==================== design 1
### Register map, names as in the netlist, design 1

Scale: 6 px per um. Other sequential cells in the stronger grey, the rest of the logic in the fainter grey.
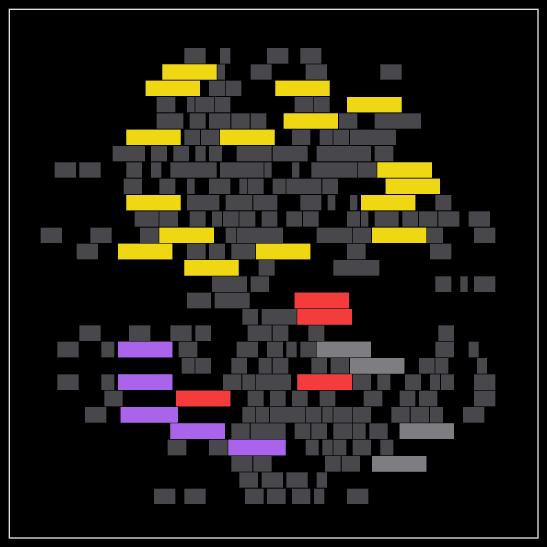

===== src/rtl/pipeline_pkg.sv =====
// Shared pipeline control types: forward-select encodings and the
// per-stage {rd, we, ld} record used by hazard/forwarding blocks.
package pipeline_pkg;

  // Register index width carried in stage_info_t; must match REG_W.
  localparam int RD_W = 3;

  typedef logic [1:0] fwd_t;

  localparam fwd_t FWD_REG = 2'd0;
  localparam fwd_t FWD_ALU = 2'd1;
  localparam fwd_t FWD_MEM = 2'd2;
  localparam fwd_t FWD_WB  = 2'd3;

  typedef struct packed {
    logic [RD_W-1:0] rd;
    logic            we;
    logic            ld;
  } stage_info_t;

  localparam stage_info_t STAGE_BUBBLE = '0;

endpackage


===== src/rtl/fwd_select.sv =====
// Operand forward-source selector for one decode-stage operand.
// Ports: i_rs/i_use (operand), i_ex/i_mem/i_wb (shadow stages), o_sel.
module fwd_select
  import pipeline_pkg::*;
(
  input  logic [RD_W-1:0] i_rs,
  input  logic            i_use,
  input  stage_info_t     i_ex,
  input  stage_info_t     i_mem,
  input  stage_info_t     i_wb,
  output fwd_t            o_sel
);

  logic w_live;
  logic w_ex_hit;
  logic w_mem_hit;
  logic w_wb_hit;

  assign w_live    = i_use && (i_rs != '0);
  // A load in EX has no data yet; it is covered by the stall instead.
  assign w_ex_hit  = i_ex.we && !i_ex.ld && (i_ex.rd == i_rs);
  assign w_mem_hit = i_mem.we && (i_mem.rd == i_rs);
  assign w_wb_hit  = i_wb.we && (i_wb.rd == i_rs);

  // Youngest producer wins.
  always_comb begin
    o_sel = FWD_REG;
    if (w_live) begin
      if (w_ex_hit)       o_sel = FWD_ALU;
      else if (w_mem_hit) o_sel = FWD_MEM;
      else if (w_wb_hit)  o_sel = FWD_WB;
    end
  end

endmodule


===== src/rtl/hazard_forward_unit.sv =====
// Hazard/forwarding controller: shadow EX/MEM/WB pipeline, load-use
// stall, operand forward selects, writeback port and stall counter.
// Ports: clk, reset (async high), id_* decode info, flush;
//   ForwardA/B, stall, RD4, WB_signals, stall_count.
module hazard_forward_unit
  import pipeline_pkg::*;
#(
  parameter int REG_W = 3,
  parameter int CNT_W = 16
) (
  input  logic             clk,
  input  logic             reset,
  input  logic             id_valid,
  input  logic [REG_W-1:0] id_rs_a,
  input  logic [REG_W-1:0] id_rs_b,
  input  logic             id_use_a,
  input  logic             id_use_b,
  input  logic [REG_W-1:0] id_rd,
  input  logic             id_reg_write,
  input  logic             id_mem_read,
  input  logic             flush,
  output logic [1:0]       ForwardA,
  output logic [1:0]       ForwardB,
  output logic             stall,
  output logic [REG_W-1:0] RD4,
  output logic             WB_signals,
  output logic [CNT_W-1:0] stall_count
);

  stage_info_t r_ex;
  stage_info_t r_mem;
  stage_info_t r_wb;
  logic [CNT_W-1:0] r_cnt;

  stage_info_t w_id;
  logic w_hit_a;
  logic w_hit_b;
  logic w_stall;
  logic w_accept;

  assign w_id.rd = id_rd;
  assign w_id.we = id_reg_write;
  assign w_id.ld = id_mem_read;

  assign w_hit_a = id_use_a && (id_rs_a == r_ex.rd);
  assign w_hit_b = id_use_b && (id_rs_b == r_ex.rd);

  // Flush kills the ID instruction, so it can never request a stall.
  assign w_stall = r_ex.ld && r_ex.we && (r_ex.rd != '0)
                && id_valid && !flush
                && (w_hit_a || w_hit_b);

  assign w_accept = id_valid && !w_stall && !flush;

  always_ff @(posedge clk or posedge reset) begin
    if (reset) begin
      r_ex  <= STAGE_BUBBLE;
      r_mem <= STAGE_BUBBLE;
      r_wb  <= STAGE_BUBBLE;
    end else begin
      r_ex  <= w_accept ? w_id : STAGE_BUBBLE;
      r_mem <= r_ex;
      r_wb  <= r_mem;
    end
  end

  always_ff @(posedge clk or posedge reset) begin
    if (reset) begin
      r_cnt <= '0;
    end else if (w_stall && (r_cnt != '1)) begin
      r_cnt <= r_cnt + {{(CNT_W-1){1'b0}}, 1'b1};
    end
  end

  fwd_select u_fwd_a (
    .i_rs  (id_rs_a),
    .i_use (id_use_a),
    .i_ex  (r_ex),
    .i_mem (r_mem),
    .i_wb  (r_wb),
    .o_sel (ForwardA)
  );

  fwd_select u_fwd_b (
    .i_rs  (id_rs_b),
    .i_use (id_use_b),
    .i_ex  (r_ex),
    .i_mem (r_mem),
    .i_wb  (r_wb),
    .o_sel (ForwardB)
  );

  assign stall       = w_stall;
  assign RD4         = r_wb.rd;
  assign WB_signals  = r_wb.we;
  assign stall_count = r_cnt;

endmodule


===== config.mk =====
export PLATFORM = sky130hd
export DESIGN_NAME = hazard_forward_unit
export DESIGN_NICKNAME = d
export VERILOG_FILES = /design/src/rtl/pipeline_pkg.sv /design/src/rtl/fwd_select.sv /design/src/rtl/hazard_forward_unit.sv
export SDC_FILE = /design/constraint.sdc
export NUM_CORES = 1
export LEC_CHECK = 0
export ABC_AREA = 0
export CAP_MARGIN = 20
export CORE_MARGIN = 5
export CORE_UTILIZATION = 24
export CTS_BUF_LIST = sky130_fd_sc_hd__clkbuf_4
export DETAILED_ROUTE_END_ITERATION = 7
export GPL_ROUTABILITY_DRIVEN = 0
export PLACE_DENSITY = 0.56
export SYNTH_ARGS = -nofsm -noshare
export SYNTH_HDL_FRONTEND = slang
export SYNTH_SLANG_ARGS = --single-unit

===== constraint.sdc =====
create_clock -name clk -period 2 [get_ports clk]
set_clock_uncertainty 0.2 [all_clocks]
set_input_delay 0.2 -clock clk [delete_from_list [all_inputs] [get_ports clk]]
set_output_delay 0.2 -clock clk [all_outputs]
set_load 0.01 [all_outputs]

==================== design 2
<file path="config.mk">
export PLATFORM = sky130hd
export DESIGN_NAME = delay_line_ctrl_flat
export DESIGN_NICKNAME = d
export VERILOG_FILES = /design/src/rtl/delay_line_ctrl_pkg.sv /design/src/rtl/delay_line_ctrl_if.sv /design/src/rtl/sig_edge_det.sv /design/src/rtl/delay_line_ctrl.sv /design/src/flat_wrapper.sv
export SDC_FILE = /design/constraint.sdc
export NUM_CORES = 1
export LEC_CHECK = 0
export ABC_AREA = 1
export CORE_UTILIZATION = 52
export CTS_BUF_LIST = sky130_fd_sc_hd__clkbuf_16
export CTS_CLUSTER_DIAMETER = 40
export DETAILED_ROUTE_END_ITERATION = 6
export GPL_TIMING_DRIVEN = 0
export PLACE_DENSITY_LB_ADDON = 0.08
export SLEW_MARGIN = 0
export SYNTH_ARGS = -nofsm -noshare
export SYNTH_HDL_FRONTEND = slang
export SYNTH_SLANG_ARGS = --single-unit
</file>
<file path="constraint.sdc">
create_clock -name clk -period 2.3 [get_ports clk]
set_clock_uncertainty 0.15 [all_clocks]
set_input_delay 0.69 -clock clk [delete_from_list [all_inputs] [get_ports clk]]
set_output_delay 0.69 -clock clk [all_outputs]
set_load 0.005 [all_outputs]
</file>
<file path="src/rtl/delay_line_ctrl_pkg.sv">
// Shared types and default geometry for the line-delay sequencer.
// No ports: state encoding plus default image and buffer constants.
package delay_ctrl_pkg;

    typedef enum logic [1:0] {
        IDLE  = 2'd0,
        FLUSH = 2'd1,
        FILL  = 2'd2,
        RUN   = 2'd3
    } state_t;

    localparam int IMG_W_DEF       = 640;
    localparam int IMG_H_DEF       = 480;
    localparam int DELAY_LINES_DEF = 8;
    localparam int FLUSH_CYC_DEF   = 4;
    localparam int CW_DEF          = 10;

endpackage

</file>
<file path="src/rtl/delay_line_ctrl_if.sv">
// Bundle between the sensor timing front-end and the delay sequencer.
// Ports: per_vsync/per_href/per_clken in; tap and status signals out.
interface delay_line_ctrl_if
    import delay_ctrl_pkg::*;
#(
    parameter int CW = CW_DEF
);
    logic          per_vsync;
    logic          per_href;
    logic          per_clken;
    logic          tap_clken;
    logic          tap_aclr;
    logic [CW-1:0] x_cnt;
    logic [CW-1:0] y_cnt;
    logic          line_done;
    logic          frame_done;
    logic          window_valid;
    logic          err_line_long;
    logic          err_line_short;

    modport master (
        output per_vsync, per_href, per_clken,
        input  tap_clken, tap_aclr, x_cnt, y_cnt,
        input  line_done, frame_done, window_valid,
        input  err_line_long, err_line_short
    );

    modport slave (
        input  per_vsync, per_href, per_clken,
        output tap_clken, tap_aclr, x_cnt, y_cnt,
        output line_done, frame_done, window_valid,
        output err_line_long, err_line_short
    );
endinterface

</file>
<file path="src/rtl/sig_edge_det.sv">
// Registers a level once and flags its rising/falling edges.
// Ports: clk, rst_n, d in; q (registered d), rise, fall out.
module sig_edge_det (
    input  logic clk,
    input  logic rst_n,
    input  logic d,
    output logic q,
    output logic rise,
    output logic fall
);
    logic q_d;

    always_ff @(posedge clk or negedge rst_n) begin
        if (!rst_n) begin
            q   <= 1'b0;
            q_d <= 1'b0;
        end else begin
            q   <= d;
            q_d <= q;
        end
    end

    assign rise = q & ~q_d;
    assign fall = ~q & q_d;
endmodule

</file>
<file path="src/rtl/delay_line_ctrl.sv">
// Sequencer for the line-delay buffer: flush, fill, run, line/frame flags.
// Ports: clk, rst_n, bus (slave side of delay_line_ctrl_if).
module delay_line_ctrl
    import delay_ctrl_pkg::*;
#(
    parameter int IMG_W       = IMG_W_DEF,
    parameter int IMG_H       = IMG_H_DEF,
    parameter int DELAY_LINES = DELAY_LINES_DEF,
    parameter int FLUSH_CYC   = FLUSH_CYC_DEF,
    parameter int CW          = CW_DEF
) (
    input  logic             clk,
    input  logic             rst_n,
    delay_line_ctrl_if.slave bus
);
    localparam int FW = $clog2(FLUSH_CYC + 1);
    localparam logic [CW-1:0] W_FULL = CW'(IMG_W);
    localparam logic [CW-1:0] W_LAST = CW'(IMG_W - 1);
    localparam logic [CW-1:0] H_LAST = CW'(IMG_H - 1);
    localparam logic [CW-1:0] D_LAST = CW'(DELAY_LINES - 1);
    localparam logic [FW-1:0] F_LAST = FW'(FLUSH_CYC - 1);

    state_t state, state_nx;

    logic vs_q, vs_rise, vs_fall;
    logic hr_r, hr_rise, hr_fall;
    logic ce_r;
    logic active, eol, over;
    logic unused_sig;

    // pix counts accepted strobes (0..IMG_W); x_cnt clamps it to the last index
    logic [CW-1:0] pix;
    logic [CW-1:0] y_cnt;
    logic [FW-1:0] fl_cnt;

    sig_edge_det u_vs (
        .clk  (clk),
        .rst_n(rst_n),
        .d    (bus.per_vsync),
        .q    (vs_q),
        .rise (vs_rise),
        .fall (vs_fall)
    );

    sig_edge_det u_hr (
        .clk  (clk),
        .rst_n(rst_n),
        .d    (bus.per_href),
        .q    (hr_r),
        .rise (hr_rise),
        .fall (hr_fall)
    );

    assign unused_sig = ^{vs_q, vs_fall, hr_rise};

    always_ff @(posedge clk or negedge rst_n) begin
        if (!rst_n) ce_r <= 1'b0;
        else        ce_r <= bus.per_clken;
    end

    assign active = (state == FILL) || (state == RUN);
    // a vsync rise on the same cycle as an href fall suppresses the line end
    assign eol    = hr_fall && active && !vs_rise;
    assign over   = ce_r && hr_r && active && (pix == W_FULL);

    always_ff @(posedge clk or negedge rst_n) begin
        if (!rst_n) state <= IDLE;
        else        state <= state_nx;
    end

    always_comb begin
        state_nx      = state;
        bus.tap_aclr  = 1'b0;
        bus.tap_clken = 1'b0;
        unique case (state)
            IDLE:  state_nx = IDLE;
            FLUSH: begin
                bus.tap_aclr = 1'b1;
                if (fl_cnt == F_LAST) state_nx = FILL;
            end
            FILL: begin
                bus.tap_clken = ce_r && hr_r && (pix < W_FULL);
                if (eol && y_cnt == D_LAST) state_nx = RUN;
            end
            RUN: begin
                bus.tap_clken = ce_r && hr_r && (pix < W_FULL);
                if (eol && y_cnt == H_LAST) state_nx = IDLE;
            end
            default: state_nx = IDLE;
        endcase
        if (vs_rise) state_nx = FLUSH;
    end

    always_ff @(posedge clk or negedge rst_n) begin
        if (!rst_n) begin
            pix                <= '0;
            y_cnt              <= '0;
            fl_cnt             <= '0;
            bus.line_done      <= 1'b0;
            bus.frame_done     <= 1'b0;
            bus.window_valid   <= 1'b0;
            bus.err_line_long  <= 1'b0;
            bus.err_line_short <= 1'b0;
        end else begin
            bus.line_done    <= eol;
            bus.frame_done   <= eol && (y_cnt == H_LAST);
            bus.window_valid <= bus.tap_clken && (state == RUN);
            fl_cnt <= (state == FLUSH && !vs_rise) ? fl_cnt + 1'b1 : '0;
            if (vs_rise) begin
                pix                <= '0;
                y_cnt              <= '0;
                bus.err_line_long  <= 1'b0;
                bus.err_line_short <= 1'b0;
            end else begin
                if (bus.tap_clken) pix <= pix + 1'b1;
                if (over) bus.err_line_long <= 1'b1;
                if (eol) begin
                    pix   <= '0;
                    y_cnt <= (y_cnt == H_LAST) ? '0 : y_cnt + 1'b1;
                    if (pix != W_FULL) bus.err_line_short <= 1'b1;
                end
            end
        end
    end

    assign bus.x_cnt = (pix == W_FULL) ? W_LAST : pix;
    assign bus.y_cnt = y_cnt;

endmodule
</file>
<file path="src/flat_wrapper.sv">
// flat-port wrapper written by rule: the top's interface ports become plain ports
module delay_line_ctrl_flat import delay_ctrl_pkg::*;
#(
    parameter int IMG_W       = IMG_W_DEF,
    parameter int IMG_H       = IMG_H_DEF,
    parameter int DELAY_LINES = DELAY_LINES_DEF,
    parameter int FLUSH_CYC   = FLUSH_CYC_DEF,
    parameter int CW          = CW_DEF
)
  (clk, rst_n, bus_per_vsync, bus_per_href, bus_per_clken, bus_tap_clken, bus_tap_aclr, bus_x_cnt, bus_y_cnt, bus_line_done, bus_frame_done, bus_window_valid, bus_err_line_long, bus_err_line_short);
  delay_line_ctrl_if #(.CW(CW)) bus_i ();
  input  logic clk;
  input  logic rst_n;
  input wire logic [$bits(bus_i.per_vsync)-1:0] bus_per_vsync;
  input wire logic [$bits(bus_i.per_href)-1:0] bus_per_href;
  input wire logic [$bits(bus_i.per_clken)-1:0] bus_per_clken;
  output wire logic [$bits(bus_i.tap_clken)-1:0] bus_tap_clken;
  output wire logic [$bits(bus_i.tap_aclr)-1:0] bus_tap_aclr;
  output wire logic [$bits(bus_i.x_cnt)-1:0] bus_x_cnt;
  output wire logic [$bits(bus_i.y_cnt)-1:0] bus_y_cnt;
  output wire logic [$bits(bus_i.line_done)-1:0] bus_line_done;
  output wire logic [$bits(bus_i.frame_done)-1:0] bus_frame_done;
  output wire logic [$bits(bus_i.window_valid)-1:0] bus_window_valid;
  output wire logic [$bits(bus_i.err_line_long)-1:0] bus_err_line_long;
  output wire logic [$bits(bus_i.err_line_short)-1:0] bus_err_line_short;
  assign bus_i.per_vsync = bus_per_vsync;
  assign bus_i.per_href = bus_per_href;
  assign bus_i.per_clken = bus_per_clken;
  assign bus_tap_clken = bus_i.tap_clken;
  assign bus_tap_aclr = bus_i.tap_aclr;
  assign bus_x_cnt = bus_i.x_cnt;
  assign bus_y_cnt = bus_i.y_cnt;
  assign bus_line_done = bus_i.line_done;
  assign bus_frame_done = bus_i.frame_done;
  assign bus_window_valid = bus_i.window_valid;
  assign bus_err_line_long = bus_i.err_line_long;
  assign bus_err_line_short = bus_i.err_line_short;
  delay_line_ctrl #(.IMG_W(IMG_W), .IMG_H(IMG_H), .DELAY_LINES(DELAY_LINES), .FLUSH_CYC(FLUSH_CYC), .CW(CW)) u_core (.clk(clk), .rst_n(rst_n), .bus(bus_i));
endmodule
</file>
==================== design 3
**src/rtl/prior_decoder3to8_seq_pkg.sv**
```systemverilog
// rtl/prior_decoder3to8_seq_pkg.sv - shared state encoding and defaults for the priority grant sequencer
package prior_decoder3to8_seq_pkg;

    // Default number of unacknowledged GRANT cycles before the grant is withdrawn.
    localparam int unsigned TIMEOUT_DEFAULT = 16;

    // 2-bit state encoding; 2'd3 is unused and falls back to IDLE.
    typedef enum logic [1:0] {
        ST_IDLE    = 2'd0,
        ST_GRANT   = 2'd1,
        ST_RECOVER = 2'd2
    } state_t;

    // One-hot line select for a 3-bit index.
    function automatic logic [7:0] line_mask(input logic [2:0] i);
        return 8'd1 << i;
    endfunction

endpackage

```
**src/rtl/prior_pick8.sv**
```systemverilog
// rtl/prior_pick8.sv - combinational highest-set-bit picker
//
// Ports:
//   vec  in   8  candidate vector
//   idx  out  3  index of the highest set bit (0 when vec is zero)
//   any  out  1  vec has at least one bit set
module prior_pick8 (
    input  logic [7:0] vec,
    output logic [2:0] idx,
    output logic       any
);

    // Ascending scan: later (higher) set bits overwrite lower ones.
    always_comb begin
        idx = 3'd0;
        for (int i = 0; i < 8; i++) begin
            if (vec[i]) begin
                idx = 3'(i);
            end
        end
    end

    assign any = |vec;

endmodule

```
**src/rtl/prior_decoder3to8_seq.sv**
```systemverilog
// rtl/prior_decoder3to8_seq.sv - pending-request priority grant sequencer with ack timeout
//
// Ports:
//   clk      in   1  sole clock, rising edge
//   rst      in   1  synchronous active-high reset
//   v        in   1  code valid
//   y        in   3  encoded request index (7 = highest priority)
//   ready    out  1  code acceptance (0 only when every line is pending)
//   grant    out  8  registered one-hot grant, zero when idle
//   ack      in   8  per-line acknowledge, only the granted line is honoured
//   busy     out  1  state is GRANT or RECOVER
//   timeout  out  1  one-cycle pulse when a grant is withdrawn without ack
module prior_decoder3to8_seq
    import prior_decoder3to8_seq_pkg::*;
#(
    parameter int unsigned TIMEOUT = TIMEOUT_DEFAULT
) (
    input  logic       clk,
    input  logic       rst,
    input  logic       v,
    input  logic [2:0] y,
    output logic       ready,
    output logic [7:0] grant,
    input  logic [7:0] ack,
    output logic       busy,
    output logic       timeout
);

    localparam logic [7:0] CNT_LAST = 8'(TIMEOUT - 1);

    state_t     state;
    logic [7:0] pending;
    logic [7:0] cnt;
    logic [2:0] idx;

    logic [2:0] pick_idx;
    logic       pick_any;
    logic       accept;
    logic       ack_hit;
    logic [7:0] set_mask;
    logic [7:0] clr_mask;

    prior_pick8 u_pick (
        .vec (pending),
        .idx (pick_idx),
        .any (pick_any)
    );

    assign ready    = (pending != 8'hFF);
    assign busy     = (state == ST_GRANT) || (state == ST_RECOVER);
    assign accept   = v && ready;
    assign ack_hit  = (state == ST_GRANT) && ack[idx];
    assign set_mask = accept  ? line_mask(y)   : 8'd0;
    assign clr_mask = ack_hit ? line_mask(idx) : 8'd0;

    always_ff @(posedge clk) begin
        if (rst) begin
            pending <= 8'd0;
            state   <= ST_IDLE;
            grant   <= 8'd0;
            cnt     <= 8'd0;
            idx     <= 3'd0;
            timeout <= 1'b0;
        end else begin
            // Set is applied after clear so a re-request of the line being
            // acknowledged in the same cycle stays pending.
            pending <= (pending & ~clr_mask) | set_mask;
            timeout <= 1'b0;

            case (state)
                ST_IDLE: begin
                    if (pick_any) begin
                        idx   <= pick_idx;
                        grant <= line_mask(pick_idx);
                        cnt   <= 8'd0;
                        state <= ST_GRANT;
                    end
                end
                ST_GRANT: begin
                    if (ack_hit) begin
                        grant <= 8'd0;
                        state <= ST_RECOVER;
                    end else if (cnt == CNT_LAST) begin
                        // Request stays pending and is re-served after RECOVER.
                        grant   <= 8'd0;
                        timeout <= 1'b1;
                        state   <= ST_RECOVER;
                    end else begin
                        cnt <= cnt + 8'd1;
                    end
                end
                ST_RECOVER: begin
                    state <= ST_IDLE;
                end
                default: begin
                    grant <= 8'd0;
                    state <= ST_IDLE;
                end
            endcase
        end
    end

endmodule

```
**config.mk**
```make
export PLATFORM = sky130hd
export DESIGN_NAME = prior_decoder3to8_seq
export DESIGN_NICKNAME = d
export VERILOG_FILES = /design/src/rtl/prior_decoder3to8_seq_pkg.sv /design/src/rtl/prior_pick8.sv /design/src/rtl/prior_decoder3to8_seq.sv
export SDC_FILE = /design/constraint.sdc
export NUM_CORES = 1
export LEC_CHECK = 0
export CAP_MARGIN = 5
export CORE_MARGIN = 3
export CORE_UTILIZATION = 35
export CTS_BUF_LIST = sky130_fd_sc_hd__clkbuf_8
export DETAILED_ROUTE_END_ITERATION = 16
export GPL_TIMING_DRIVEN = 1
export PLACE_DENSITY = 0.58
export SLEW_MARGIN = 20
export SYNTH_ARGS = -nofsm -noshare
export SYNTH_HDL_FRONTEND = slang
export SYNTH_SLANG_ARGS = --single-unit
```
**constraint.sdc**
```tcl
create_clock -name clk -period 3.9 [get_ports clk]
set_input_delay 0.78 -clock clk [delete_from_list [all_inputs] [get_ports clk]]
set_output_delay 0.78 -clock clk [all_outputs]
set_load 0.02 [all_outputs]
```
### Register map, names as in the netlist, design 2

Scale: 8 px per um. Other sequential cells in the stronger grey, the rest of the logic in the fainter grey.
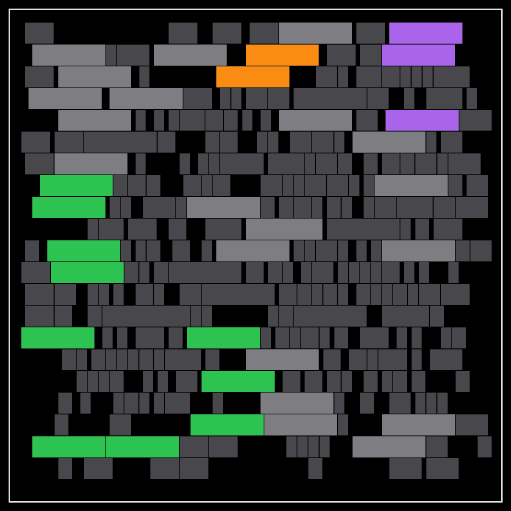
[green] u_core.bus.y_cnt | sequential cells: 10
[orange] u_core.state | sequential cells: 2
[purple] u_core.fl_cnt | sequential cells: 3
final core occ: 76.2%
fraction of area in registers: 34.2%

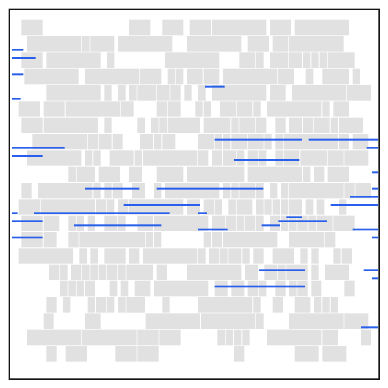
*Met3 routing, design 2*
Scale: 6 px per um. Cells faint in the background.
share of all routed wire: 5.0%
wire length on this layer: 212 um
Vias: 1697
wirelength, routed: 4250 um
GR Layer Usage met3: 6.93%

==> results_slide.txt, design 2 <==
Key Metrics from the Run

Setup path
  • Reg2Reg Capture Point: u_core.bus.err_line_long
  • Worst reg-to-reg setup slack: 0.36 ns

Final layout
  • Top cell excl fill/tap: nand2_1
  • Synth-to-Final Area Change: 39.7%
  • Register area: 877 sq um
  • Regs by FF count: u_core.bus.y_cnt x10, u_core.pix x10, u_core.fl_cnt x3
  • Share of cells above drive strength 1: 28.0%

Die
  • Well Taps: 46

STA
  • Setup ws final: -0.105 ns
  • Final setup violation count: 8

Placement
  • Place WS: -0.272 ns

Synth
  • Yosys chip area: 0.00183 sq mm
  • Distinct lib cells used: 30

Status
  • Violated checks: setup timing
  • Outcome: finished, violations left

Drt
  • DRT iter0 DRCs: 71
  • Post-DRT Antenna Nets: 0

Power and ir drop
  • Total Power: 2.00 mW
==> design 2: kinds of logic after synthesis <==
family                   synth area share (%)
AND/OR/NAND/NOR                          29.3
XOR/XNOR                                0.478
buffers and inverters                    7.78
flip-flops                               47.7
adder cells (fa/ha/maj)                  5.46
AND-OR/OR-AND                            9.28
==> design 2: timing repair <==
action / 4_1_cts / 5_1_grt
gates cloned: 0 / 0
gates resized: 49 / 9
pin swaps: 11 / 5
buffers inserted: 16 / 9
endpoints found under the setup margin: 9 / 9
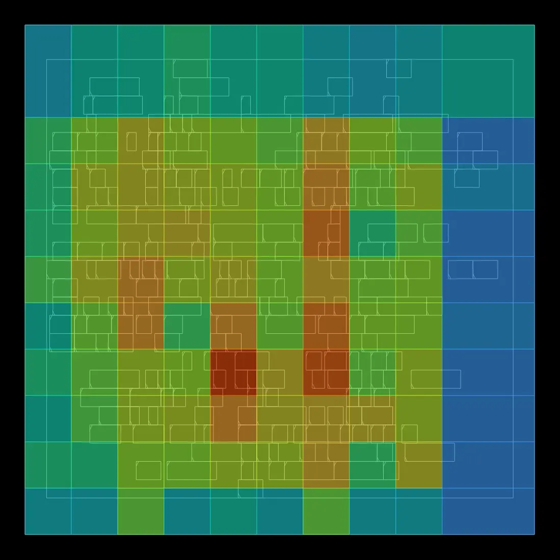
*Congestion heat map, design 3*
GRT Total Usage: 14.5%
GR Layer Usage met3: 4.09%
routed wire length per instance: 13.3 um
busiest grt layer: met2

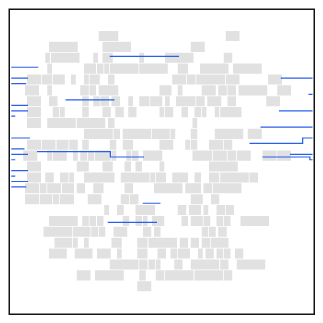
*Met3 routing, design 3*
Scale: 4 px per um. Cells faint in the background.
wire length on this layer: 183 um
main direction: horizontal
Vias: 1543
wirelength, routed: 3890 um

==> results_slide.txt, design 3 <==
Key Metrics from the Run

Status
  • Outcome: completed

Setup path
  • Arr. time, crit path: 1.80 ns
  • R2r startpoint: state[1]
  • Nature of the critical path endpoint: output port
  • CP max-delay cell: clkdlybuf4s50_1
  • CP Launch Type: flip-flop

Synth
  • Commonest flop: dfxtp_1
  • EDFF count, synth: 0
  • Area share, top type: 35.2%

Final layout
  • Top class by area: logic gates
  • Register area: 601 sq um

Die
  • Row Count: 24
  • Die width: 75.9 um

STA
  • Setup TNS: 0 ns
  • Post-layout period usage: 66.1%

Power and ir drop
  • Leakage: 0.740 nW
  • Clock group total power: 0.258 mW

Clocking
  • CTS root buf: clkbuf_8

Placement
  • DP Wirelength: 2880 um
  • Post-Place Cell Area: 0.00199 sq mm

GRT
  • Global-route met2 utilization: 20.8%
==> design 3: worst paths after layout <==
kind                                 end  slack [ns]  depth (start not counted)
worst max-delay path               ready        1.32                          3
worst min-delay path            grant[6]        0.47                          2
worst max register to register    cnt[7]        1.72                          6
worst min register to register  grant[6]        0.47                          2
==> design 3: worst reg2reg max path, stage by stage (launching register included) <==
cell and delay, ns:
dfxtp_1 0.32, inv_1 0.10, ha_1 0.43, a21boi_0 0.45, o31ai_4 0.23, a21oi_1 0.36, o21ai_0 0.15
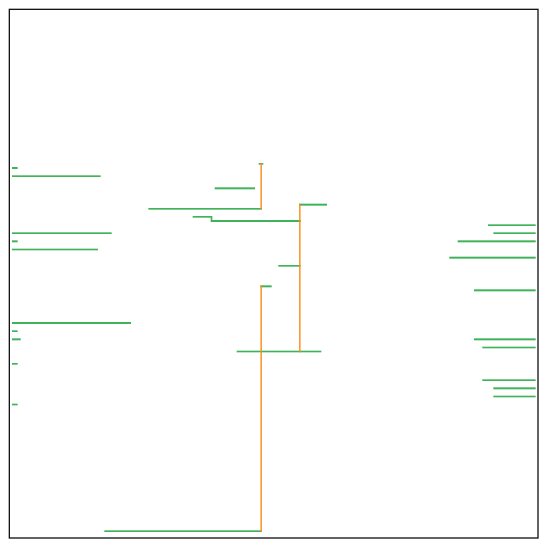
*Routed metal, one colour a layer, design 1*
Scale: 6 px per um. Only two layers are drawn.
[green] metal 3 | wire length: 254 um
[orange] metal 4 | wire length: 72.8 um
wirelength, routed: 4050 um
routed wire length per instance: 13.6 um
GRT Total Usage: 11.1%
Vias: 1314

About 'Register map, names as in the netlist' of design 1:
[red] r_mem | sequential cells: 4
[yellow] stall_count | sequential cells: 16
[purple] r_ex | sequential cells: 5 | where: lower left
fraction of area in registers: 28.3%
final core occ: 43.4%
register area: 728 sq um
P_seq: 0.609 mW

==> results_slide.txt, design 1 <==
Key Metrics from the Run

STA
  • Final setup violation count: 13
  • Setup ws final: -0.0984 ns

Setup path
  • CP Max Fanout: 5
  • Buf/Inv on CP: 2
  • Worst reg-to-reg setup slack: -0.1 ns
  • Nature of the critical path endpoint: flip-flop
  • Arr. time, crit path: 2.12 ns

Hold path
  • Hold WC Path Type: input pin to async pin

Status
  • Outcome: finished, violations left
  • Violated checks: setup timing

Clocking
  • CTS root buf: clkbuf_4
  • # H-tree levels: 2

Drt
  • Pre-antenna DRT Iters: 4
  • Post-route met1 wirelength: 1750 um

Die
  • Die width: 87.9 um
  • Area of the die: 0.00772 sq mm
  • Core footprint: 0.00592 sq mm
  • Row Count: 28

Job
  • Log Warnings: 28

Synth
  • Area share, top type: 49.9%
  • Main logic family: simple AND/OR/NAND/NOR gates
  • Post-synth mux share: 0.774%
  • Syn_nets: 150
  • Ys cells: 132
  • Yosys warnings: 0
  • Synth Cell Area: 0.00146 sq mm
  • Area contributors post-synth: dfrtp_1 (50%), xnor2_1 (11%), xor2_1 (9.0%)

Power and ir drop
  • Net Sw Power: 0.266 mW
  • Logic power comb: 0.144 mW

GRT
  • Vias in the first global route: 1315
  • First-pass GRT wire length: 6480 um
  • Met1 track utilization from global routing: 14.3%

Final layout
  • Most frequent cells in the layout: buf_4 (36), clkdlybuf4s50_1 (31), dfrtp_1 (27)
  • Design area: 0.00257 sq mm
  • Comb area share: 36.1%

Placement
  • Post-Place Cell Area: 0.00219 sq mm
[design 1: sequential cells by signal (all words and copies together), names as in the netlist]
name / count
stall_count: 16
RD4: 3
r_mem: 4
r_ex: 5
WB_signals: 1
[design 1: stage by stage]
step           worst slack [ns]  TNS [ns]  power (mW)  hold WS, ns  std cells
2_1_floorplan           0.00473         0       0.668       0.0781        132
6_report                -0.0984    -0.455        1.13       0.0413        298
4_1_cts                 -0.0975    -0.640        1.14       0.0616        292
5_1_grt                  -0.201     -3.04        1.19        0.119        298
3_3_place_gp             -0.390     -7.11       0.751        0.178        279
3_5_place_dp             -0.437     -7.86       0.752        0.182        279


## Gallery

Metal 1.
shot_01.png
Scale: 10 px per um. Supply wires on this layer in grey. Cells faint in the background.
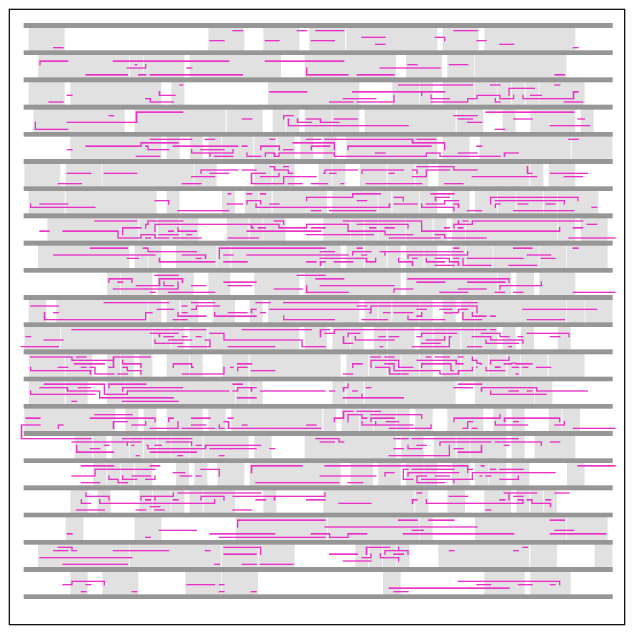
shot_02.png
Scale: 6 px per um. Supply wires on this layer in grey. Cells faint in the background.
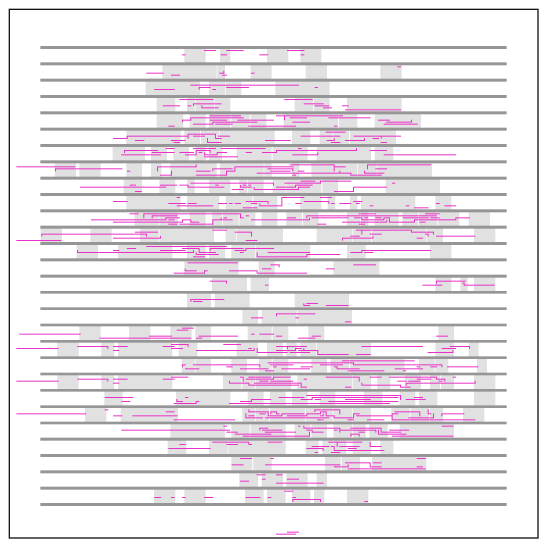
shot_03.png
Scale: 8 px per um. Supply wires on this layer in grey. Cells faint in the background.
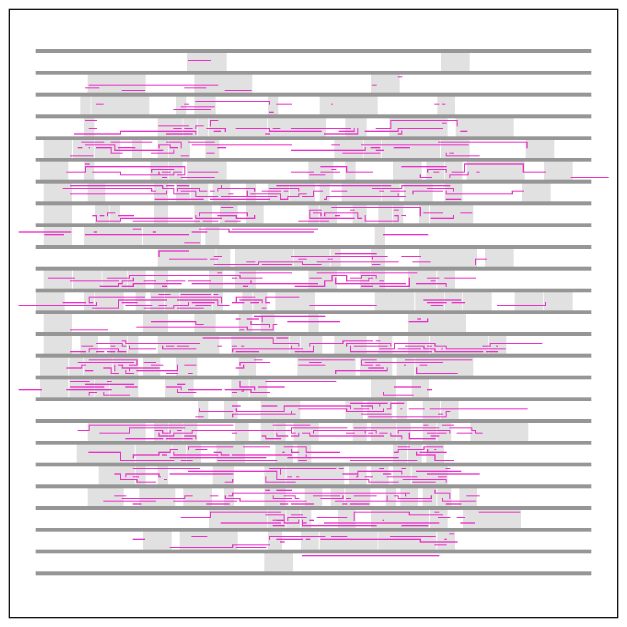
shot_02.png is design 1.
shot_01.png is design 2.
shot_03.png is design 3.
The one with the largest die is shot_02.png.
The one with the smallest die is shot_01.png.

Key to shot_03.png:
main direction: horizontal
share of all routed wire: 52%
longest straight run: 22.1 um

Power figures rest on the tool's default switching activity, not on a simulated workload.
